==================== design 1
design_1/power_grid.png
Pins as bars on the die edge. Tap cells in gray.
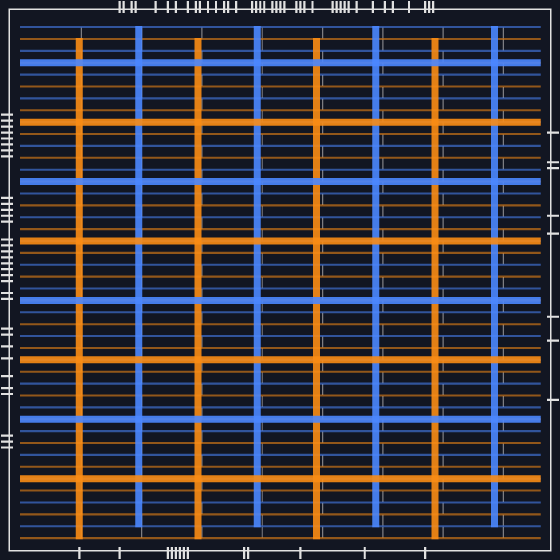

--- src/rtl/regfile_ctrl_pkg.sv ---
// Shared definitions for the register-file controller: widths, opcodes and FSM states.
package regfile_ctrl_pkg;

   localparam int DATA_W_DFLT = 13;
   localparam int ADDR_W_DFLT = 3;

   localparam logic [2:0] OP_NOP = 3'b000;
   localparam logic [2:0] OP_MOV = 3'b001;
   localparam logic [2:0] OP_LDI = 3'b010;
   localparam logic [2:0] OP_ADD = 3'b011;
   localparam logic [2:0] OP_SUB = 3'b100;
   localparam logic [2:0] OP_MIN = 3'b101;
   localparam logic [2:0] OP_CMP = 3'b110;
   localparam logic [2:0] OP_RD  = 3'b111;

   typedef enum logic [1:0] {
      S_IDLE  = 2'd0,
      S_READ  = 2'd1,
      S_EXEC  = 2'd2,
      S_WRITE = 2'd3
   } state_e;

   // Opcodes whose result is written back to the destination register.
   function automatic logic op_writes(input logic [2:0] op);
      return op inside {OP_MOV, OP_LDI, OP_ADD, OP_SUB, OP_MIN};
   endfunction

endpackage

--- src/rtl/regfile_ctrl_alu.sv ---
// Combinational ALU: result plus zero and carry/borrow flags for one opcode.
module regfile_ctrl_alu
   import regfile_ctrl_pkg::*;
#(
   parameter int DATA_W = DATA_W_DFLT
) (
   input  logic [2:0]        op_i,
   input  logic [DATA_W-1:0] a_i,
   input  logic [DATA_W-1:0] b_i,
   input  logic [DATA_W-1:0] imm_i,
   output logic [DATA_W-1:0] res_o,
   output logic              z_o,
   output logic              c_o
);

   // One extra bit holds carry-out for ADD and borrow for SUB/CMP.
   logic [DATA_W:0] sum;
   logic [DATA_W:0] diff;

   assign sum  = {1'b0, a_i} + {1'b0, b_i};
   assign diff = {1'b0, a_i} - {1'b0, b_i};

   always_comb begin
      res_o = '0;
      c_o   = 1'b0;
      unique case (op_i)
         OP_MOV:         res_o = a_i;
         OP_LDI:         res_o = imm_i;
         OP_ADD: begin
            res_o = sum[DATA_W-1:0];
            c_o   = sum[DATA_W];
         end
         OP_SUB, OP_CMP: begin
            res_o = diff[DATA_W-1:0];
            c_o   = diff[DATA_W];
         end
         OP_MIN:         res_o = (a_i < b_i) ? a_i : b_i;
         OP_RD:          res_o = a_i;
         default:        res_o = '0;
      endcase
      z_o = (res_o == '0);
   end

endmodule

--- src/rtl/regfile_ctrl.sv ---
// Sequences one command at a time through an external register file:
// IDLE -> (READ) -> EXEC -> WRITE, with operands captured before any write-back.
module regfile_ctrl
   import regfile_ctrl_pkg::*;
#(
   parameter int DATA_W = DATA_W_DFLT,
   parameter int ADDR_W = ADDR_W_DFLT
) (
   input  logic              CLK,
   input  logic              RST,
   input  logic              CMD_VALID,
   output logic              CMD_READY,
   input  logic [2:0]        CMD_OP,
   input  logic [ADDR_W-1:0] CMD_D,
   input  logic [ADDR_W-1:0] CMD_A,
   input  logic [ADDR_W-1:0] CMD_B,
   input  logic [DATA_W-1:0] CMD_IMM,
   output logic [ADDR_W-1:0] RP,
   output logic [ADDR_W-1:0] RQ,
   input  logic [DATA_W-1:0] DATAP,
   input  logic [DATA_W-1:0] DATAQ,
   output logic [ADDR_W-1:0] WA,
   output logic [DATA_W-1:0] LD_DATA,
   output logic              WR,
   output logic              RES_VALID,
   output logic [DATA_W-1:0] RES_DATA,
   output logic              RES_Z,
   output logic              RES_C
);

   state_e            state_q, state_d;
   logic [2:0]        op_q, op_d;
   logic [ADDR_W-1:0] d_q, d_d;
   logic [DATA_W-1:0] imm_q, imm_d;
   logic [ADDR_W-1:0] rp_q, rp_d, rq_q, rq_d;
   logic [DATA_W-1:0] opa_q, opa_d, opb_q, opb_d;
   logic [ADDR_W-1:0] wa_q, wa_d;
   logic [DATA_W-1:0] ld_q, ld_d;
   logic [DATA_W-1:0] res_q, res_d;
   logic              z_q, z_d, c_q, c_d;

   logic [DATA_W-1:0] alu_res;
   logic              alu_z, alu_c;

   regfile_ctrl_alu #(.DATA_W(DATA_W)) u_alu (
      .op_i  (op_q),
      .a_i   (opa_q),
      .b_i   (opb_q),
      .imm_i (imm_q),
      .res_o (alu_res),
      .z_o   (alu_z),
      .c_o   (alu_c)
   );

   always_comb begin
      state_d = state_q;
      op_d    = op_q;
      d_d     = d_q;
      imm_d   = imm_q;
      rp_d    = rp_q;
      rq_d    = rq_q;
      opa_d   = opa_q;
      opb_d   = opb_q;
      wa_d    = wa_q;
      ld_d    = ld_q;
      res_d   = res_q;
      z_d     = z_q;
      c_d     = c_q;
      unique case (state_q)
         S_IDLE: begin
            if (CMD_VALID) begin
               op_d  = CMD_OP;
               d_d   = CMD_D;
               imm_d = CMD_IMM;
               if (CMD_OP == OP_LDI) begin
                  state_d = S_EXEC;
               end else if (CMD_OP != OP_NOP) begin
                  // RP/RQ double as the latched source addresses.
                  rp_d    = CMD_A;
                  rq_d    = CMD_B;
                  state_d = S_READ;
               end
            end
         end
         S_READ: begin
            opa_d   = DATAP;
            opb_d   = DATAQ;
            state_d = S_EXEC;
         end
         S_EXEC: begin
            res_d = alu_res;
            z_d   = alu_z;
            c_d   = alu_c;
            if (op_writes(op_q)) begin
               wa_d = d_q;
               ld_d = alu_res;
            end
            state_d = S_WRITE;
         end
         S_WRITE: state_d = S_IDLE;
         default: state_d = S_IDLE;
      endcase
   end

   always_ff @(posedge CLK) begin
      if (RST) begin
         state_q <= S_IDLE;
         op_q    <= OP_NOP;
         d_q     <= '0;
         imm_q   <= '0;
         rp_q    <= '0;
         rq_q    <= '0;
         opa_q   <= '0;
         opb_q   <= '0;
         wa_q    <= '0;
         ld_q    <= '0;
         res_q   <= '0;
         z_q     <= 1'b0;
         c_q     <= 1'b0;
      end else begin
         state_q <= state_d;
         op_q    <= op_d;
         d_q     <= d_d;
         imm_q   <= imm_d;
         rp_q    <= rp_d;
         rq_q    <= rq_d;
         opa_q   <= opa_d;
         opb_q   <= opb_d;
         wa_q    <= wa_d;
         ld_q    <= ld_d;
         res_q   <= res_d;
         z_q     <= z_d;
         c_q     <= c_d;
      end
   end

   assign CMD_READY = (state_q == S_IDLE);
   assign RES_VALID = (state_q == S_WRITE);
   assign WR        = (state_q == S_WRITE) && op_writes(op_q);
   assign RP        = rp_q;
   assign RQ        = rq_q;
   assign WA        = wa_q;
   assign LD_DATA   = ld_q;
   assign RES_DATA  = res_q;
   assign RES_Z     = z_q;
   assign RES_C     = c_q;

endmodule
--- config.mk ---
export PLATFORM = sky130hd
export DESIGN_NAME = regfile_ctrl
export DESIGN_NICKNAME = d
export VERILOG_FILES = /design/src/rtl/regfile_ctrl_pkg.sv /design/src/rtl/regfile_ctrl_alu.sv /design/src/rtl/regfile_ctrl.sv
export SDC_FILE = /design/constraint.sdc
export NUM_CORES = 1
export LEC_CHECK = 0
export CAP_MARGIN = 0
export CORE_MARGIN = 2
export CORE_UTILIZATION = 37
export CTS_CLUSTER_DIAMETER = 150
export DETAILED_ROUTE_END_ITERATION = 7
export PLACE_DENSITY = 0.59
export SLEW_MARGIN = 20
export SYNTH_ARGS = -nofsm -noshare
export SYNTH_HDL_FRONTEND = slang
export SYNTH_HIERARCHICAL = 1
export SYNTH_SLANG_ARGS = --single-unit
--- constraint.sdc ---
create_clock -name CLK -period 4.5 [get_ports CLK]
set_clock_uncertainty 0.1 [all_clocks]
set_input_delay 1.35 -clock CLK [delete_from_list [all_inputs] [get_ports CLK]]
set_output_delay 1.35 -clock CLK [all_outputs]
set_load 0.05 [all_outputs]
==================== design 2
`src/rtl/data_c_pipe_skid.sv`:
```
// Single-entry skid buffer for a valid/ready stream: registered ready, pass-through valid/data/side.
// Optional stall/skid statistics counters enabled by DATA_C_PIPE_SKID_STATS_EN.
module data_c_pipe_skid #(
  parameter int unsigned DSIZE = 32,
  parameter int unsigned SSIZE = 8,
  parameter int unsigned CNT_W = 16
) (
  input  logic             clock,
  input  logic             rst_n,
  input  logic             in_valid,
  output logic             in_ready,
  input  logic [DSIZE-1:0] in_data,
  input  logic [SSIZE-1:0] in_side,
  output logic             out_valid,
  input  logic             out_ready,
  output logic [DSIZE-1:0] out_data,
  output logic [SSIZE-1:0] out_side,
  output logic [CNT_W-1:0] stall_cnt,
  output logic [CNT_W-1:0] skid_cnt
);

  typedef enum logic {PASS = 1'b0, SKID = 1'b1} state_e;

  state_e           state_q, state_d;
  logic             in_ready_q;
  logic [DSIZE-1:0] skid_data_q;
  logic [SSIZE-1:0] skid_side_q;
  logic             capture;

  // A beat accepted while downstream is stalled must be parked in the skid register.
  always_comb begin
    state_d = state_q;
    capture = 1'b0;
    case (state_q)
      PASS: begin
        if (in_valid && in_ready_q && !out_ready) begin
          state_d = SKID;
          capture = 1'b1;
        end
      end
      SKID: begin
        if (out_ready) state_d = PASS;
      end
      default: state_d = PASS;
    endcase
  end

  always_ff @(posedge clock or negedge rst_n) begin
    if (!rst_n) begin
      state_q     <= PASS;
      in_ready_q  <= 1'b0;
      skid_data_q <= '0;
      skid_side_q <= '0;
    end else begin
      state_q    <= state_d;
      in_ready_q <= (state_d == PASS);
      if (capture) begin
        skid_data_q <= in_data;
        skid_side_q <= in_side;
      end
    end
  end

  assign in_ready = in_ready_q;

  always_comb begin
    if (state_q == SKID) begin
      out_valid = 1'b1;
      out_data  = skid_data_q;
      out_side  = skid_side_q;
    end else begin
      out_valid = in_valid && in_ready_q;
      out_data  = in_data;
      out_side  = in_side;
    end
  end

`ifdef DATA_C_PIPE_SKID_STATS_EN
  logic [CNT_W-1:0] stall_cnt_q;
  logic [CNT_W-1:0] skid_cnt_q;

  // Saturating counters: they stop at all-ones rather than wrapping.
  always_ff @(posedge clock or negedge rst_n) begin
    if (!rst_n) begin
      stall_cnt_q <= '0;
      skid_cnt_q  <= '0;
    end else begin
      if (out_valid && !out_ready && !(&stall_cnt_q)) stall_cnt_q <= stall_cnt_q + CNT_W'(1);
      if (capture && !(&skid_cnt_q)) skid_cnt_q <= skid_cnt_q + CNT_W'(1);
    end
  end

  assign stall_cnt = stall_cnt_q;
  assign skid_cnt  = skid_cnt_q;
`else
  assign stall_cnt = '0;
  assign skid_cnt  = '0;
`endif

endmodule
```
`config.mk`:
```
export PLATFORM = sky130hd
export DESIGN_NAME = data_c_pipe_skid
export DESIGN_NICKNAME = d
export VERILOG_FILES = /design/src/rtl/data_c_pipe_skid.sv
export SDC_FILE = /design/constraint.sdc
export NUM_CORES = 1
export LEC_CHECK = 0
export CORE_MARGIN = 3
export CORE_UTILIZATION = 46
export CTS_BUF_LIST = sky130_fd_sc_hd__clkbuf_4 sky130_fd_sc_hd__clkbuf_8
export DETAILED_ROUTE_END_ITERATION = 8
export PLACE_DENSITY = 0.94
export SYNTH_ARGS = -nofsm -noshare
export SYNTH_HDL_FRONTEND = slang
export SYNTH_SLANG_ARGS = --single-unit
```
`constraint.sdc`:
```
create_clock -name clock -period 4.8 [get_ports clock]
set_clock_uncertainty 0.15 [all_clocks]
set_input_delay 1.2 -clock clock [delete_from_list [all_inputs] [get_ports clock]]
set_output_delay 1.2 -clock clock [all_outputs]
set_load 0.005 [all_outputs]
```
==================== design 3
File: config.mk
export PLATFORM = sky130hd
export DESIGN_NAME = mul_unit_flat
export DESIGN_NICKNAME = d
export VERILOG_FILES = /design/src/rtl/mul_if.sv /design/src/rtl/mul_unit.sv /design/src/flat_wrapper.sv
export SDC_FILE = /design/constraint.sdc
export NUM_CORES = 1
export LEC_CHECK = 0
export CAP_MARGIN = 25
export CORE_ASPECT_RATIO = 0.6
export CORE_MARGIN = 2
export CORE_UTILIZATION = 35
export CTS_CLUSTER_DIAMETER = 30
export DETAILED_ROUTE_END_ITERATION = 10
export GPL_ROUTABILITY_DRIVEN = 0
export SYNTH_ARGS = -nofsm -noshare
export SYNTH_HDL_FRONTEND = slang
export SYNTH_SLANG_ARGS = --single-unit
File: constraint.sdc
create_clock -name clk -period 2.98 [get_ports clk]
set_input_delay 0.298 -clock clk [delete_from_list [all_inputs] [get_ports clk]]
set_output_delay 0.298 -clock clk [all_outputs]
set_load 0.01 [all_outputs]
File: src/rtl/mul_if.sv
// mul_if: request/result bundle between the issue stage and the mul_unit.
// The master side issues requests and consumes the product write-back;
// the slave side is the multiplier itself.
interface mul_if #(
    parameter int WIDTH = 16
);
    logic             start;
    logic [WIDTH-1:0] op0;
    logic [WIDTH-1:0] op1;
    logic [2:0]       dest_in;
    logic             sgn;
    logic [WIDTH-1:0] w_in;
    logic [2:0]       DEST;
    logic             w_en;
    logic [WIDTH-1:0] hi;
    logic             busy;

    modport master (
        output start, op0, op1, dest_in, sgn,
        input  w_in, DEST, w_en, hi, busy
    );

    modport slave (
        input  start, op0, op1, dest_in, sgn,
        output w_in, DEST, w_en, hi, busy
    );
endinterface

File: src/rtl/mul_unit.sv
// mul_unit: fixed-latency radix-2 shift-add multiplier.
// A request captured in IDLE runs WIDTH iterations (one multiplier bit per
// clock, LSB first) and then spends one DONE cycle with w_en high, so the
// write strobe always lands 16 edges after the capture edge.
// Optional feature macro: MUL_SIGNED_EN. When defined, sgn=1 selects a
// two's-complement multiply (magnitudes multiplied, product negated when the
// operand signs differ). When undefined, every multiply is unsigned.
module mul_unit #(
    parameter int WIDTH = 16
) (
    input  logic  clk,
    input  logic  reset,
    mul_if.slave  bus
);

    localparam int PW = 2 * WIDTH;
    localparam logic [4:0]       LAST_ITER = 5'(WIDTH - 1);
    localparam logic [PW-1:0]    ZERO_P    = {PW{1'b0}};
    localparam logic [WIDTH-1:0] ZERO_W    = {WIDTH{1'b0}};

    typedef enum logic [1:0] {
        ST_IDLE = 2'd0,
        ST_RUN  = 2'd1,
        ST_DONE = 2'd2
    } state_t;

    state_t           state_q, state_d;
    logic [4:0]       cnt_q;
    logic [PW-1:0]    acc_q;
    logic [PW-1:0]    mcand_q;
    logic [WIDTH-1:0] mplier_q;
    logic [2:0]       dest_q;
    logic [WIDTH-1:0] w_in_q;
    logic [WIDTH-1:0] hi_q;
    logic [2:0]       dest_out_q;
    logic             w_en_q;
    logic             busy_q;

    logic [PW-1:0]    addend_s;
    logic [PW-1:0]    acc_sum_s;
    logic [PW-1:0]    product_s;
    logic [WIDTH-1:0] cap_mcand_s;
    logic [WIDTH-1:0] cap_mplier_s;

`ifdef MUL_SIGNED_EN
    logic neg_q;
    logic cap_neg_s;

    // Magnitude of a two's-complement word when it is to be treated as signed.
    function automatic logic [WIDTH-1:0] mag_f(input logic [WIDTH-1:0] v,
                                               input logic             is_signed);
        logic [WIDTH-1:0] r;
        if (is_signed && v[WIDTH-1]) begin
            r = ~v + {{(WIDTH-1){1'b0}}, 1'b1};
        end else begin
            r = v;
        end
        return r;
    endfunction

    // Two's-complement negation of the full-width product.
    function automatic logic [PW-1:0] neg_f(input logic [PW-1:0] v);
        return ~v + {{(PW-1){1'b0}}, 1'b1};
    endfunction

    // Operand conditioning at capture: magnitudes plus the final sign.
    always_comb begin
        cap_mcand_s  = mag_f(bus.op0, bus.sgn);
        cap_mplier_s = mag_f(bus.op1, bus.sgn);
        cap_neg_s    = bus.sgn & (bus.op0[WIDTH-1] ^ bus.op1[WIDTH-1]);
    end

    // Sign fix-up of the finished magnitude product.
    always_comb begin
        if (neg_q) begin
            product_s = neg_f(acc_sum_s);
        end else begin
            product_s = acc_sum_s;
        end
    end
`else
    // Unsigned-only build: operands are used exactly as captured.
    always_comb begin
        cap_mcand_s  = bus.op0;
        cap_mplier_s = bus.op1;
    end

    // Unsigned-only build: the accumulated sum is the product.
    always_comb begin
        product_s = acc_sum_s;
    end
`endif

    // Partial-product add for the current multiplier bit.
    always_comb begin
        if (mplier_q[0]) begin
            addend_s = mcand_q;
        end else begin
            addend_s = ZERO_P;
        end
        acc_sum_s = acc_q + addend_s;
    end

    // FSM state register.
    always_ff @(posedge clk or negedge reset) begin
        if (!reset) begin
            state_q <= ST_IDLE;
        end else begin
            state_q <= state_d;
        end
    end

    // FSM next state: start only matters in IDLE; RUN ends on the last bit.
    always_comb begin
        state_d = state_q;
        case (state_q)
            ST_IDLE: begin
                if (bus.start) begin
                    state_d = ST_RUN;
                end else begin
                    state_d = ST_IDLE;
                end
            end
            ST_RUN: begin
                if (cnt_q == LAST_ITER) begin
                    state_d = ST_DONE;
                end else begin
                    state_d = ST_RUN;
                end
            end
            ST_DONE: state_d = ST_IDLE;
            default: state_d = ST_IDLE;
        endcase
    end

    // Datapath and registered outputs: capture, iterate, publish, strobe.
    always_ff @(posedge clk or negedge reset) begin
        if (!reset) begin
            cnt_q      <= 5'd0;
            acc_q      <= ZERO_P;
            mcand_q    <= ZERO_P;
            mplier_q   <= ZERO_W;
            dest_q     <= 3'd0;
            w_in_q     <= ZERO_W;
            hi_q       <= ZERO_W;
            dest_out_q <= 3'd0;
            w_en_q     <= 1'b0;
            busy_q     <= 1'b0;
`ifdef MUL_SIGNED_EN
            neg_q      <= 1'b0;
`endif
        end else begin
            case (state_q)
                ST_IDLE: begin
                    w_en_q <= 1'b0;
                    if (bus.start) begin
                        cnt_q    <= 5'd0;
                        acc_q    <= ZERO_P;
                        mcand_q  <= {ZERO_W, cap_mcand_s};
                        mplier_q <= cap_mplier_s;
                        dest_q   <= bus.dest_in;
                        busy_q   <= 1'b1;
`ifdef MUL_SIGNED_EN
                        neg_q    <= cap_neg_s;
`endif
                    end else begin
                        busy_q <= 1'b0;
                    end
                end
                ST_RUN: begin
                    acc_q    <= acc_sum_s;
                    mcand_q  <= {mcand_q[PW-2:0], 1'b0};
                    mplier_q <= {1'b0, mplier_q[WIDTH-1:1]};
                    cnt_q    <= cnt_q + 5'd1;
                    if (cnt_q == LAST_ITER) begin
                        w_in_q     <= product_s[WIDTH-1:0];
                        hi_q       <= product_s[PW-1:WIDTH];
                        dest_out_q <= dest_q;
                        w_en_q     <= 1'b1;
                    end else begin
                        w_en_q <= 1'b0;
                    end
                end
                ST_DONE: begin
                    w_en_q <= 1'b0;
                    busy_q <= 1'b0;
                end
                default: begin
                    w_en_q <= 1'b0;
                    busy_q <= 1'b0;
                end
            endcase
        end
    end

    assign bus.w_in = w_in_q;
    assign bus.hi   = hi_q;
    assign bus.DEST = dest_out_q;
    assign bus.w_en = w_en_q;
    assign bus.busy = busy_q;

endmodule

File: src/flat_wrapper.sv
// flat-port wrapper written by rule: the top's interface ports become plain ports
module mul_unit_flat 
#(
    parameter int WIDTH = 16
)
  (clk, reset, bus_start, bus_op0, bus_op1, bus_dest_in, bus_sgn, bus_w_in, bus_DEST, bus_w_en, bus_hi, bus_busy);
  mul_if #(.WIDTH(WIDTH)) bus_i ();
  input  logic clk;
  input  logic reset;
  input wire logic [$bits(bus_i.start)-1:0] bus_start;
  input wire logic [$bits(bus_i.op0)-1:0] bus_op0;
  input wire logic [$bits(bus_i.op1)-1:0] bus_op1;
  input wire logic [$bits(bus_i.dest_in)-1:0] bus_dest_in;
  input wire logic [$bits(bus_i.sgn)-1:0] bus_sgn;
  output wire logic [$bits(bus_i.w_in)-1:0] bus_w_in;
  output wire logic [$bits(bus_i.DEST)-1:0] bus_DEST;
  output wire logic [$bits(bus_i.w_en)-1:0] bus_w_en;
  output wire logic [$bits(bus_i.hi)-1:0] bus_hi;
  output wire logic [$bits(bus_i.busy)-1:0] bus_busy;
  assign bus_i.start = bus_start;
  assign bus_i.op0 = bus_op0;
  assign bus_i.op1 = bus_op1;
  assign bus_i.dest_in = bus_dest_in;
  assign bus_i.sgn = bus_sgn;
  assign bus_w_in = bus_i.w_in;
  assign bus_DEST = bus_i.DEST;
  assign bus_w_en = bus_i.w_en;
  assign bus_hi = bus_i.hi;
  assign bus_busy = bus_i.busy;
  mul_unit #(.WIDTH(WIDTH)) u_core (.clk(clk), .reset(reset), .bus(bus_i));
endmodule
design_1/layer_met2.png
The bar under the picture is 20 µm long.
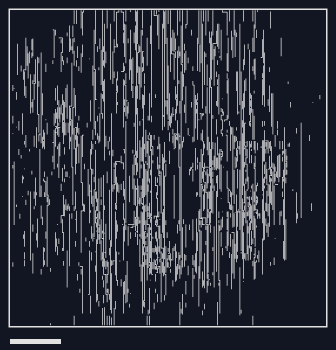
nets with wire on the layer: 649
wire length on this layer: 7270 µm
share of all routed wire: 46%

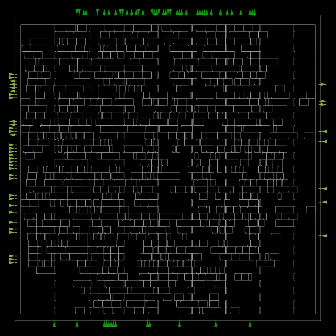
design_1/placement.png
fill cell count: 1352
non-filler instance count after layout: 898
fin util: 48.0%
Seq/total area: 25.1%
row count: 43

About design_1/power_grid.png:
| net | color |
|---|---|
| VSS | orange |
| VDD | blue |
rows: 43
met5 straps: 8
signal pins: 94
tap cells: 180

==> results.sh, design 1 <==
# yosys + openroad results
export IMPL_status="finished, final reports clean"
export IMPL_cts_setup_buffers=0
export IMPL_p_comb_share_pct=47.0
export IMPL_synth_stat_cells=636
export IMPL_preCtsSetupSlack_ns=0.591
export IMPL_ys_area_um2=5290
export IMPL_top_cells_by_count="84 x dfxtp_1, 77 x nor2_1, 71 x mux2i_1"
export IMPL_clkSlewWorstSetupHoldPaths_ns=0.06
export IMPL_reg2reg_from="opa_q[0]"
export IMPL_met1_length_mm=7.25
export IMPL_flops=84
export IMPL_viasPerCell=5.43
export IMPL_min_period_over_period_pct=87.1
export IMPL_inv_count=35
export IMPL_critPathCaptureType="register"
export IMPL_comb_share_pct=49.3
export IMPL_warning_count=43
export IMPL_yosysUniqueCellTypes=71
export IMPL_rsz0062_at_grt="false"
export IMPL_p_total_w=0.00341
export IMPL_min_to="imm_q[6]"
export IMPL_first_global_vias=4799
export IMPL_p_sw_w=0.00139
export IMPL_buffers=104
export IMPL_fin_ws_ns=0.578
export IMPL_place_port_buffers=93
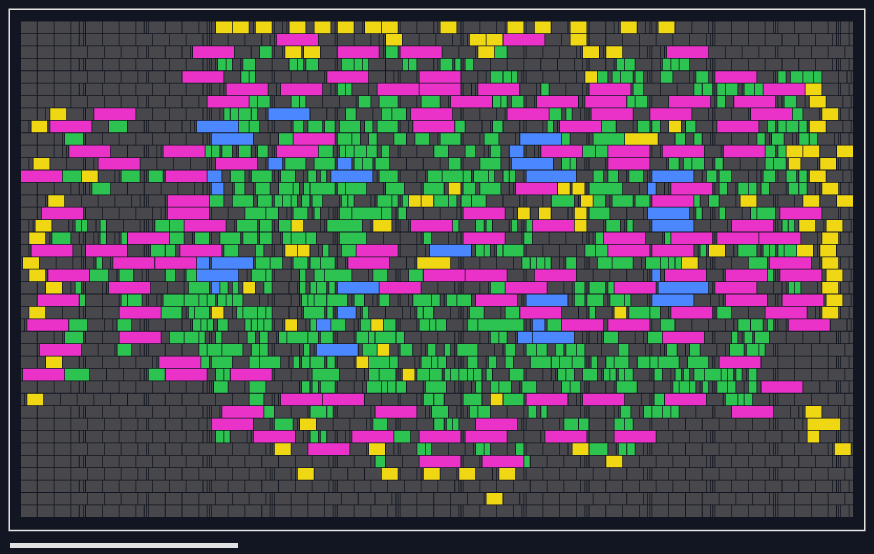
design_3/placement_by_type.png
The bar under the picture is 50 µm long. Fill, decap, tap and diode cells in gray.
| class | color | cells |
|---|---|---|
| other buffers and delay cells | yellow | 104 |
| flops | magenta | 126 |
| combinational and other logic | green | 559 |
| clock drivers and dummy loads | blue | 32 |

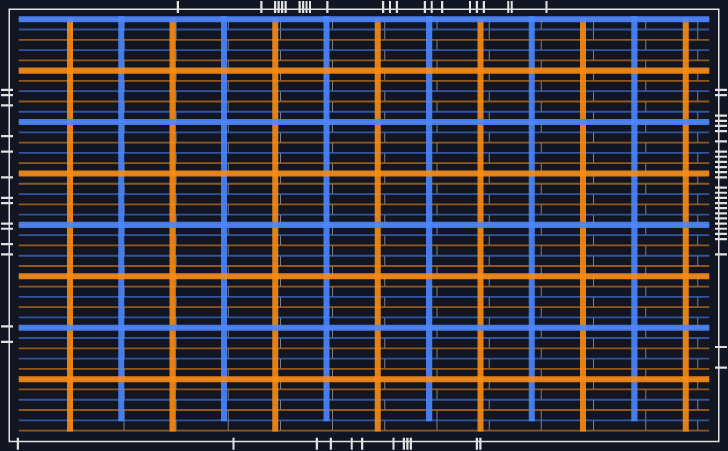
design_3/power_grid.png
Pins as bars on the die edge. Tap cells in gray.
| net | color |
|---|---|
| VDD | blue |
| VSS | orange |
met1 rails: 41
met4 straps: 13
met5 straps: 8
rows: 40

==> results.sh, design 3 <==
# yosys + openroad results
export IMPL_ios=76
export IMPL_crit_slowest_cell="dfrtp_1"
export IMPL_h_tree_depth=4
export IMPL_top_cells_by_count="126 x dfrtp_1, 94 x nand2_1, 64 x o21ai_0"
export IMPL_cpPeakStageDelay_ns=0.41
export IMPL_status="finished, final reports clean"
export IMPL_worst_ep_required_time_ns=3.28
export IMPL_min_period_over_period_pct=96.2
export IMPL_ys_area_um2=7050
export IMPL_lay_top_count="dfrtp_1"
export IMPL_p_comb_w=0.00365
export IMPL_powerClk_w=0.00207
export IMPL_crit_top_cell="buf_4"
export IMPL_drt_iter0_markers=523
export IMPL_postSynthSeqShare_pct=44.7
export IMPL_preCtsSetupSlack_ns=0.0696
export IMPL_cts_buffer_depth=2
export IMPL_ant_nets=0
export IMPL_syn_area_um2=7050
export IMPL_tightest_slew_ns=0.818
export IMPL_fin_cells=1094
export IMPL_numCtsBuffers=17
export IMPL_r2r_setup_slack_ns=0.11
export IMPL_setup_tns_ns=0
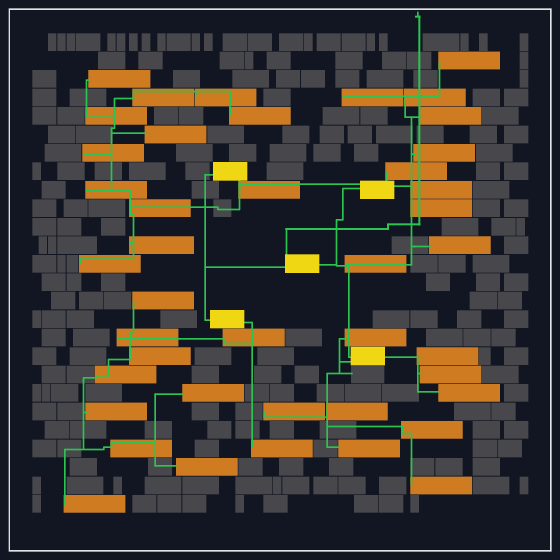
design_2/clk_routes.png
[clock drivers] yellow | count: 5
[flip-flops] orange | count: 42
[clock wires] green | length: 506 µm
routed clock nets: 6
flops lie: all over the die

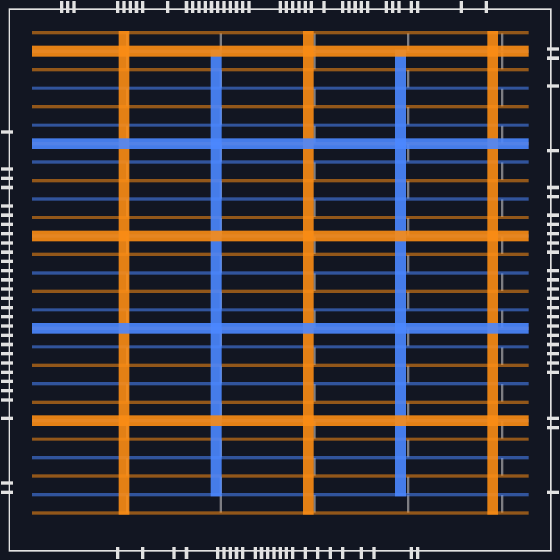
design_2/power_grid.png
Pins as bars on the die edge. Tap cells in gray.
| net | color |
|---|---|
| VDD | blue |
| VSS | orange |
met4 straps: 5
tap cells: 70

==> results.sh, design 2 <==
# yosys + openroad results
export IMPL_maxPowerGroup="sequential cells"
export IMPL_area_growth_pct=32.0
export IMPL_cts_root_buf="clkbuf_8"
export IMPL_critical_path_max_fanout=2
export IMPL_tightest_slew_ns=0.917
export IMPL_reg2reg_from="state_q"
export IMPL_synth_stat_cells=169
export IMPL_path_class="in2out"
export IMPL_crit_buf_inv=2
export IMPL_comb_share_pct=36.6
export IMPL_setup_tns_ns=0
export IMPL_logic_area_um2=1200
export IMPL_ant_nets=0
export IMPL_fin_crit_ns=3.71
export IMPL_wl_met2_mm=2.44
export IMPL_viasPerCell=4.54
export IMPL_grt_ovfl_total=0
export IMPL_simple_gate_area_share_pct=1.06
export IMPL_crit_slowest_cell="clkdlybuf4s50_1"
export IMPL_met3_usage_pct=3.84
export IMPL_leakagePower_nw=1.43
export IMPL_nFillCells=391
export IMPL_maxCapViolations=0
export IMPL_worstSetupStartpointType="primary input"
export IMPL_synth_avg_cell_area_um2=14.7
export IMPL_peakVddDrop_v=0.000128
export IMPL_drc=0
export IMPL_layout_drive_gt1_share_pct=36.3
export IMPL_ys_area_um2=2490
export IMPL_dieHeight_um=79.5
export IMPL_cts_sinks=42
export IMPL_synthAdderAreaFrac_pct=0
export IMPL_min_delay_path_depth=1
export IMPL_status="finished, final reports clean"
export IMPL_fmax_mhz=269
export IMPL_preCtsSetupSlack_ns=1.08
export IMPL_drt_iter0_markers=13
export IMPL_num_rows=26
export IMPL_p_int_w=0.000823
export IMPL_synth_edff_count=0
export IMPL_numCtsBuffers=5
export IMPL_cts_setup_buffers=0
export IMPL_dr_pass1_iters=3
export IMPL_top_register="skid_data_q"
export IMPL_dieWidth_um=79.5

==================== design 4
design_4/power_grid.png
Pins as bars on the die edge. Tap cells in gray.
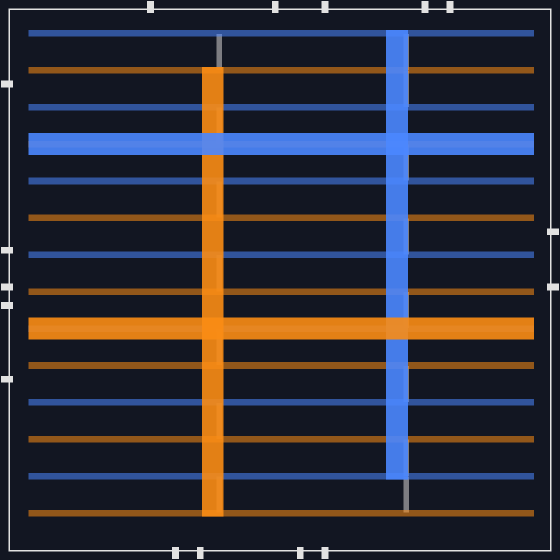

[src/rtl/sipo_frame_ctrl.sv]
// rtl/sipo_frame_ctrl.sv - serial-in/parallel-out frame controller with valid/ready output
//
// Captures WIDTH serial bits from B after a start request, one bit per rising
// sclk edge, then holds the parallel word on sQ under a valid/ready handshake.
//
// Ports:
//   sclk        in   rising-edge clock
//   rst_n       in   asynchronous active-low reset
//   start       in   frame start request
//   B           in   serial data bit
//   shift_en    out  high while a bit is being captured (external SIPO enable)
//   busy        out  high while shifting or holding a frame
//   bit_cnt     out  bits captured so far in the current frame
//   sQ          out  parallel frame word
//   data_valid  out  sQ holds a complete, unaccepted frame
//   data_ready  in   consumer accepts sQ
//   overrun     out  sticky: start seen while an unaccepted frame was held

module sipo_frame_ctrl #(
  parameter int WIDTH     = 4,
  parameter bit LSB_FIRST = 1'b1,
  parameter int CW        = $clog2(WIDTH + 1)
) (
  input  logic             sclk,
  input  logic             rst_n,
  input  logic             start,
  input  logic             B,
  output logic             shift_en,
  output logic             busy,
  output logic [CW-1:0]    bit_cnt,
  output logic [WIDTH-1:0] sQ,
  output logic             data_valid,
  input  logic             data_ready,
  output logic             overrun
);

  typedef enum logic [1:0] {
    IDLE  = 2'd0,
    SHIFT = 2'd1,
    HOLD  = 2'd2
  } state_t;

  state_t           state_q, state_d;
  logic [WIDTH-1:0] sr_q, sr_d;
  logic [WIDTH-1:0] sq_q, sq_d;
  logic [CW-1:0]    cnt_q, cnt_d;
  logic             overrun_q, overrun_d;
  logic [WIDTH-1:0] sr_shift;

  // Shift direction decides which end of sQ the first received bit lands in.
  always_comb begin
    if (LSB_FIRST) begin
      sr_shift = {B, sr_q[WIDTH-1:1]};
    end else begin
      sr_shift = {sr_q[WIDTH-2:0], B};
    end
  end

  always_comb begin
    state_d   = state_q;
    sr_d      = sr_q;
    sq_d      = sq_q;
    cnt_d     = cnt_q;
    overrun_d = overrun_q;
    case (state_q)
      IDLE: begin
        // The start edge itself does not sample B.
        if (start) begin
          state_d = SHIFT;
          cnt_d   = '0;
          sr_d    = '0;
        end
      end
      SHIFT: begin
        // start is ignored here: no restart and no overrun.
        sr_d = sr_shift;
        if (cnt_q == CW'(WIDTH - 1)) begin
          // Last bit: publish the word including the bit sampled on this edge.
          sq_d    = sr_shift;
          cnt_d   = '0;
          state_d = HOLD;
        end else begin
          cnt_d = cnt_q + CW'(1);
        end
      end
      HOLD: begin
        if (data_ready) begin
          cnt_d = '0;
          if (start) begin
            // Back-to-back frame: go straight to shifting, busy never drops.
            state_d = SHIFT;
            sr_d    = '0;
          end else begin
            state_d = IDLE;
          end
        end else if (start) begin
          // Consumer too slow: the request is dropped and flagged.
          overrun_d = 1'b1;
        end
      end
      default: begin
        state_d = IDLE;
      end
    endcase
  end

  always_ff @(posedge sclk or negedge rst_n) begin
    if (!rst_n) begin
      state_q   <= IDLE;
      sr_q      <= '0;
      sq_q      <= '0;
      cnt_q     <= '0;
      overrun_q <= 1'b0;
    end else begin
      state_q   <= state_d;
      sr_q      <= sr_d;
      sq_q      <= sq_d;
      cnt_q     <= cnt_d;
      overrun_q <= overrun_d;
    end
  end

  assign shift_en   = (state_q == SHIFT);
  assign busy       = (state_q != IDLE);
  assign data_valid = (state_q == HOLD);
  assign bit_cnt    = cnt_q;
  assign sQ         = sq_q;
  assign overrun    = overrun_q;

endmodule

[config.mk]
export PLATFORM = sky130hd
export DESIGN_NAME = sipo_frame_ctrl
export DESIGN_NICKNAME = d
export VERILOG_FILES = /design/src/rtl/sipo_frame_ctrl.sv
export SDC_FILE = /design/constraint.sdc
export NUM_CORES = 1
export LEC_CHECK = 0
export CORE_UTILIZATION = 45
export DETAILED_ROUTE_END_ITERATION = 10
export PLACE_DENSITY = 0.74
export SYNTH_ARGS = -nofsm -noshare
export SYNTH_HDL_FRONTEND = slang
export SYNTH_SLANG_ARGS = --single-unit
[constraint.sdc]
create_clock -name sclk -period 3.03 [get_ports sclk]
set_input_delay 0.606 -clock sclk [delete_from_list [all_inputs] [get_ports sclk]]
set_output_delay 0.606 -clock sclk [all_outputs]
set_load 0.01 [all_outputs]
==================== design 5
--- src/rtl/avst_pkt_arbiter_if.sv ---
// avst_pkt_arbiter_if: Avalon-ST beat bundle (data, end-of-packet, valid, ready)
//   master: drives data/eop/valid, receives ready
//   slave : receives data/eop/valid, drives ready
// The Avalon end signal is named eop because end is a reserved word.
interface avst_if #(
  parameter int DATA_W = 8
);
  logic [DATA_W-1:0] data;
  logic              eop;
  logic              valid;
  logic              ready;
  modport master(output data, eop, valid, input ready);
  modport slave(input data, eop, valid, output ready);
endinterface

--- src/rtl/avst_pkt_arbiter.sv ---
// avst_pkt_arbiter: packet-level round-robin share of one Avalon-ST adder between two requesters
//   clk, reset : clock, asynchronous active-high reset
//   s0, s1     : request streams in (slave)
//   m          : request stream to the adder (master)
//   r          : response stream from the adder (slave)
//   d0, d1     : response streams back to each requester (master)
//   AVST_ARB_STATS_EN adds pkt_cnt0/pkt_cnt1 (completed request packets) and stall_full.
module avst_pkt_arbiter #(
  parameter int DATA_W    = 8,
  parameter int TAG_DEPTH = 4
) (
  input logic    clk,
  input logic    reset,
  avst_if.slave  s0,
  avst_if.slave  s1,
  avst_if.master m,
  avst_if.slave  r,
  avst_if.master d0,
  avst_if.master d1
`ifdef AVST_ARB_STATS_EN
  ,
  output logic [15:0] pkt_cnt0,
  output logic [15:0] pkt_cnt1,
  output logic        stall_full
`endif
);
  localparam int PW = $clog2(TAG_DEPTH);
  typedef enum logic [1:0] {IDLE, GNT0, GNT1} state_t;
  state_t state, state_nx;
  logic rr;
  logic [TAG_DEPTH-1:0] tags;
  logic [PW-1:0] wr_ptr, rd_ptr;
  logic [PW:0] cnt;
  logic [DATA_W-1:0] fwd_data;
  logic full, empty, any_req, grant_tag, push, pop, done0, done1, head;
  assign full = cnt == (PW+1)'(TAG_DEPTH);
  assign empty = cnt == '0;
  assign any_req = s0.valid | s1.valid;
  // rr holds the requester served last, so s1 wins a tie only when s0 went last
  assign grant_tag = s1.valid & (~s0.valid | ~rr);
  assign push = state == IDLE && !full && any_req;
  assign done0 = state == GNT0 && s0.valid && m.ready && s0.eop;
  assign done1 = state == GNT1 && s1.valid && m.ready && s1.eop;
  assign head = tags[rd_ptr];
  assign pop = r.valid && r.ready && r.eop;
  always_comb begin
    state_nx = state;
    fwd_data = s0.data;
    m.eop = s0.eop;
    m.valid = 1'b0;
    s0.ready = 1'b0;
    s1.ready = 1'b0;
    case (state)
      IDLE: state_nx = push ? (grant_tag ? GNT1 : GNT0) : IDLE;
      GNT0: begin
        m.valid = s0.valid;
        s0.ready = m.ready;
        state_nx = done0 ? IDLE : GNT0;
      end
      GNT1: begin
        fwd_data = s1.data;
        m.eop = s1.eop;
        m.valid = s1.valid;
        s1.ready = m.ready;
        state_nx = done1 ? IDLE : GNT1;
      end
      default: state_nx = IDLE;
    endcase
  end
  assign m.data = fwd_data;
  // Responses follow the oldest outstanding tag; nothing is routed while no tag is held
  assign d0.data = r.data;
  assign d0.eop = r.eop;
  assign d0.valid = !empty && !head && r.valid;
  assign d1.data = r.data;
  assign d1.eop = r.eop;
  assign d1.valid = !empty && head && r.valid;
  assign r.ready = !empty && (head ? d1.ready : d0.ready);
  always_ff @(posedge clk or posedge reset) begin
    if (reset) begin
      state <= IDLE;
      rr <= 1'b1;
      wr_ptr <= '0;
      rd_ptr <= '0;
      cnt <= '0;
    end else begin
      state <= state_nx;
      if (done0 || done1) rr <= done1;
      if (push) wr_ptr <= wr_ptr + PW'(1);
      if (pop) rd_ptr <= rd_ptr + PW'(1);
      cnt <= cnt + (PW+1)'(push) - (PW+1)'(pop);
    end
  end
  always_ff @(posedge clk) begin
    if (push) tags[wr_ptr] <= grant_tag;
  end
`ifdef AVST_ARB_STATS_EN
  always_ff @(posedge clk or posedge reset) begin
    if (reset) begin
      pkt_cnt0 <= '0;
      pkt_cnt1 <= '0;
    end else begin
      if (done0) pkt_cnt0 <= pkt_cnt0 + 16'd1;
      if (done1) pkt_cnt1 <= pkt_cnt1 + 16'd1;
    end
  end
  assign stall_full = state == IDLE && full && any_req;
`endif
endmodule

--- src/flat_wrapper.sv ---
// flat-port wrapper written by rule: the top's interface ports become plain ports
module avst_pkt_arbiter_flat 
#(
  parameter int DATA_W    = 8,
  parameter int TAG_DEPTH = 4
)
  (clk, reset, s0_data, s0_eop, s0_valid, s0_ready, s1_data, s1_eop, s1_valid, s1_ready, m_data, m_eop, m_valid, m_ready, r_data, r_eop, r_valid, r_ready, d0_data, d0_eop, d0_valid, d0_ready, d1_data, d1_eop, d1_valid, d1_ready);
  avst_if #(.DATA_W(DATA_W)) s0_i ();
  avst_if #(.DATA_W(DATA_W)) s1_i ();
  avst_if #(.DATA_W(DATA_W)) m_i ();
  avst_if #(.DATA_W(DATA_W)) r_i ();
  avst_if #(.DATA_W(DATA_W)) d0_i ();
  avst_if #(.DATA_W(DATA_W)) d1_i ();
  input logic clk;
  input logic reset;
  input wire logic [$bits(s0_i.data)-1:0] s0_data;
  input wire logic [$bits(s0_i.eop)-1:0] s0_eop;
  input wire logic [$bits(s0_i.valid)-1:0] s0_valid;
  output wire logic [$bits(s0_i.ready)-1:0] s0_ready;
  input wire logic [$bits(s1_i.data)-1:0] s1_data;
  input wire logic [$bits(s1_i.eop)-1:0] s1_eop;
  input wire logic [$bits(s1_i.valid)-1:0] s1_valid;
  output wire logic [$bits(s1_i.ready)-1:0] s1_ready;
  output wire logic [$bits(m_i.data)-1:0] m_data;
  output wire logic [$bits(m_i.eop)-1:0] m_eop;
  output wire logic [$bits(m_i.valid)-1:0] m_valid;
  input wire logic [$bits(m_i.ready)-1:0] m_ready;
  input wire logic [$bits(r_i.data)-1:0] r_data;
  input wire logic [$bits(r_i.eop)-1:0] r_eop;
  input wire logic [$bits(r_i.valid)-1:0] r_valid;
  output wire logic [$bits(r_i.ready)-1:0] r_ready;
  output wire logic [$bits(d0_i.data)-1:0] d0_data;
  output wire logic [$bits(d0_i.eop)-1:0] d0_eop;
  output wire logic [$bits(d0_i.valid)-1:0] d0_valid;
  input wire logic [$bits(d0_i.ready)-1:0] d0_ready;
  output wire logic [$bits(d1_i.data)-1:0] d1_data;
  output wire logic [$bits(d1_i.eop)-1:0] d1_eop;
  output wire logic [$bits(d1_i.valid)-1:0] d1_valid;
  input wire logic [$bits(d1_i.ready)-1:0] d1_ready;
  assign s0_i.data = s0_data;
  assign s0_i.eop = s0_eop;
  assign s0_i.valid = s0_valid;
  assign s0_ready = s0_i.ready;
  assign s1_i.data = s1_data;
  assign s1_i.eop = s1_eop;
  assign s1_i.valid = s1_valid;
  assign s1_ready = s1_i.ready;
  assign m_data = m_i.data;
  assign m_eop = m_i.eop;
  assign m_valid = m_i.valid;
  assign m_i.ready = m_ready;
  assign r_i.data = r_data;
  assign r_i.eop = r_eop;
  assign r_i.valid = r_valid;
  assign r_ready = r_i.ready;
  assign d0_data = d0_i.data;
  assign d0_eop = d0_i.eop;
  assign d0_valid = d0_i.valid;
  assign d0_i.ready = d0_ready;
  assign d1_data = d1_i.data;
  assign d1_eop = d1_i.eop;
  assign d1_valid = d1_i.valid;
  assign d1_i.ready = d1_ready;
  avst_pkt_arbiter #(.DATA_W(DATA_W), .TAG_DEPTH(TAG_DEPTH)) u_core (.clk(clk), .reset(reset), .s0(s0_i), .s1(s1_i), .m(m_i), .r(r_i), .d0(d0_i), .d1(d1_i));
endmodule
--- config.mk ---
export PLATFORM = sky130hd
export DESIGN_NAME = avst_pkt_arbiter_flat
export DESIGN_NICKNAME = d
export VERILOG_FILES = /design/src/rtl/avst_pkt_arbiter_if.sv /design/src/rtl/avst_pkt_arbiter.sv /design/src/flat_wrapper.sv
export SDC_FILE = /design/constraint.sdc
export NUM_CORES = 1
export LEC_CHECK = 0
export CORE_ASPECT_RATIO = 1.1
export CORE_MARGIN = 1
export CORE_UTILIZATION = 39
export CTS_CLUSTER_DIAMETER = 60
export DETAILED_ROUTE_END_ITERATION = 8
export PLACE_DENSITY = 0.9
export SYNTH_ARGS = -nofsm -noshare
export SYNTH_HDL_FRONTEND = slang
export SYNTH_SLANG_ARGS = --single-unit
--- constraint.sdc ---
create_clock -name clk -period 5.2 [get_ports clk]
set_input_delay 1.56 -clock clk [delete_from_list [all_inputs] [get_ports clk]]
set_output_delay 1.56 -clock clk [all_outputs]
set_load 0.05 [all_outputs]
design_4/layer_met2.png
The bar under the picture is 10 µm long.
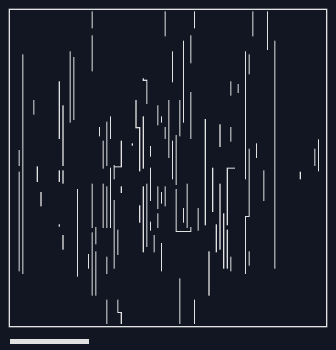
nets with wire on the layer: 59
main direction: vertical
longest straight run: 28.6 µm
share of all routed wire: 43%
wire length on this layer: 467 µm

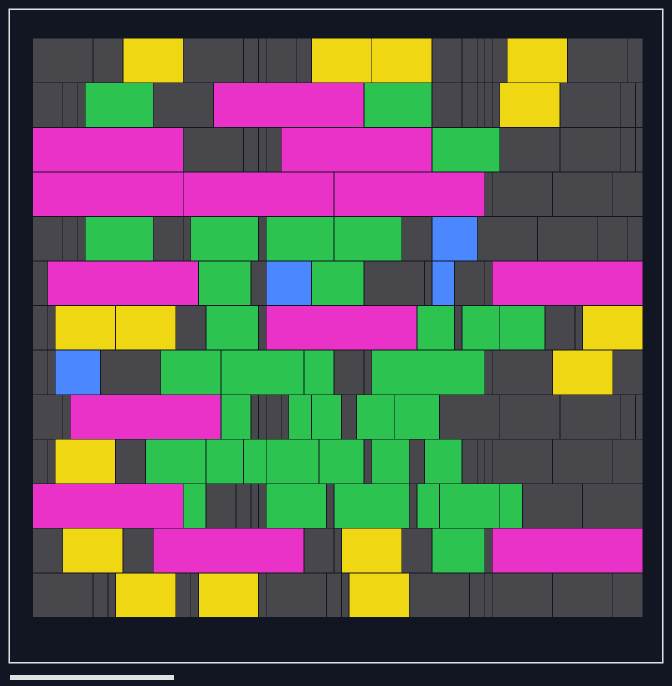
design_4/placement_by_type.png
The bar under the picture is 10 µm long. Fill, decap, tap and diode cells in gray.
| class | color | cells |
|---|---|---|
| flops | magenta | 13 |
| combinational and other logic | green | 36 |
| clock drivers and dummy loads | blue | 4 |
| other buffers and delay cells | yellow | 15 |

Notes on design_4/power_grid.png above:
| net | color |
|---|---|
| VSS | orange |
| VDD | blue |
rows: 13
met4 straps: 2

==> results.sh, design 4 <==
# yosys + openroad results
export IMPL_status="finished, final reports clean"
export IMPL_largestClassByArea="registers"
export IMPL_ys_area_um2=643
export IMPL_fin_cells=83
export IMPL_rsz0062_at_grt="false"
export IMPL_worst_ep_required_time_ns=2.42
export IMPL_met1_length_um=560
export IMPL_clock_area_share_pct=3.20
export IMPL_drc=0
export IMPL_critPathCaptureType="output pin"
export IMPL_cts_root_buf="clkbuf_4"
export IMPL_cts_resized=0
export IMPL_crit_cells=2
export IMPL_cts_sinks=13
export IMPL_crit_path_cell_trace="nor2b_1 -> clkdlybuf4s50_1"
export IMPL_flops=13
export IMPL_fin_ws_ns=0.704
export IMPL_num_rows=13
export IMPL_hpwl_um=765
export IMPL_critical_path_max_fanout=14
export IMPL_synth_async_sr_flop_share_pct=100
export IMPL_topCombFamilyByArea="simple AND/OR/NAND/NOR gates"
export IMPL_fmax_mhz=430
export IMPL_vias=435
export IMPL_maxSlewHeadroom_pct=60.8
export IMPL_setup_tns_ns=0
export IMPL_maxCapViolations=0
export IMPL_simple_gate_area_share_pct=16.0
export IMPL_synth_area_mux_share_pct=13.8
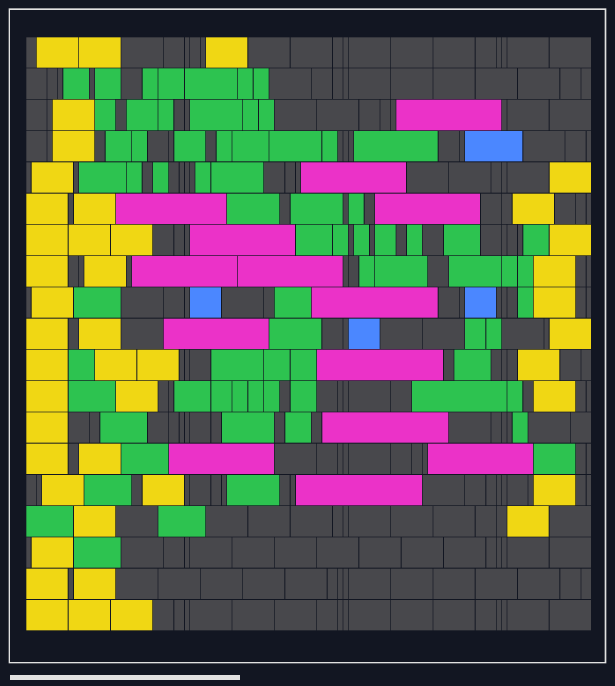
design_5/placement_by_type.png
The bar under the picture is 20 µm long. Fill, decap, tap and diode cells in gray.
| class | color | cells |
|---|---|---|
| clock drivers and dummy loads | blue | 4 |
| other buffers and delay cells | yellow | 43 |
| flops | magenta | 14 |
| combinational and other logic | green | 72 |

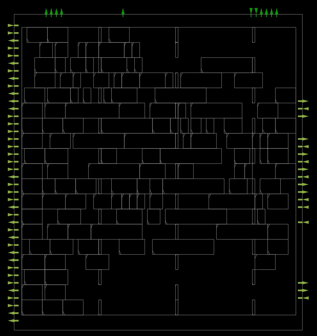
design_5/placement.png
fill cell count: 220
Well Taps: 31
Seq/total area: 26.0%

==> results.sh, design 5 <==
# yosys + openroad results
export IMPL_status="finished, final reports clean"
export IMPL_rsz0062_at_grt="false"
export IMPL_wl_met2_mm=1.12
export IMPL_crit_buf_inv=2
export IMPL_topCombFamilyByArea="buffers and inverters"
export IMPL_clk_latency_ns=0.28
export IMPL_min_to="u_core.rr"
export IMPL_layout_drive_gt1_share_pct=12.8
export IMPL_met2_usage_pct=31.2
export IMPL_worst_r2r_path_depth=8
export IMPL_dr_pass1_iters=4
export IMPL_crit_path_start="s0_valid"
export IMPL_p_total_w=0.000766
export IMPL_dieHeight_um=56.7
export IMPL_synth_top_cell_by_area="dfrtp_1"
export IMPL_postSynthSeqShare_pct=35.0
export IMPL_topCellsByArea="dfrtp_1 21%, buf_4 13%, ha_1 12%, edfxtp_1 11%, mux2_2 9.5%"
export IMPL_swShare_pct=46.8
export IMPL_flop_cell="dfrtp_1"
export IMPL_grt_pass1_wl_mm=3.59
export IMPL_cts_tree="yes"
export IMPL_drt_total_wl_mm=2.11
export IMPL_synthXorXnorAreaFrac_pct=4.12
export IMPL_synthAdderAreaFrac_pct=13.7
export IMPL_critical_path_max_fanout=5
export IMPL_ys_area_um2=1060
export IMPL_logic_area_um2=507
export IMPL_holdWs_ns=0.469
export IMPL_power_density_nw_per_um2=536
export IMPL_r2r_end="u_core.cnt[2]"


==> notes/layouts.md <==
Pictures saved along the way, in no particular order.

The metal 2 layer.
(a)
The bar under the picture is 20 µm long.
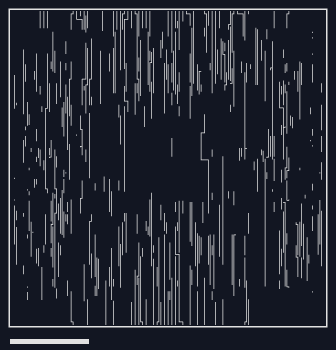
(b)
The bar under the picture is 50 µm long.
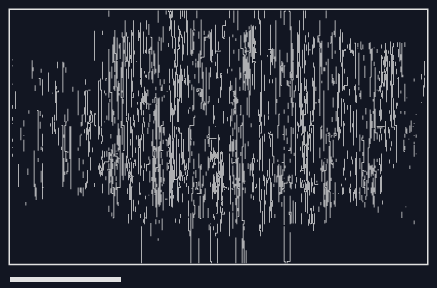
(c)
The bar under the picture is 20 µm long.
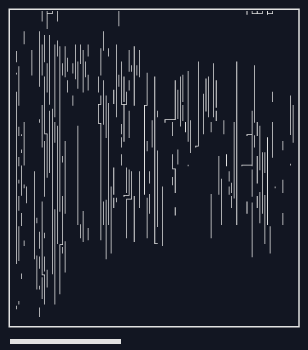
(b): design 3
(c): design 5
(a): design 2
- largest die: (b)
- smallest die: (c)

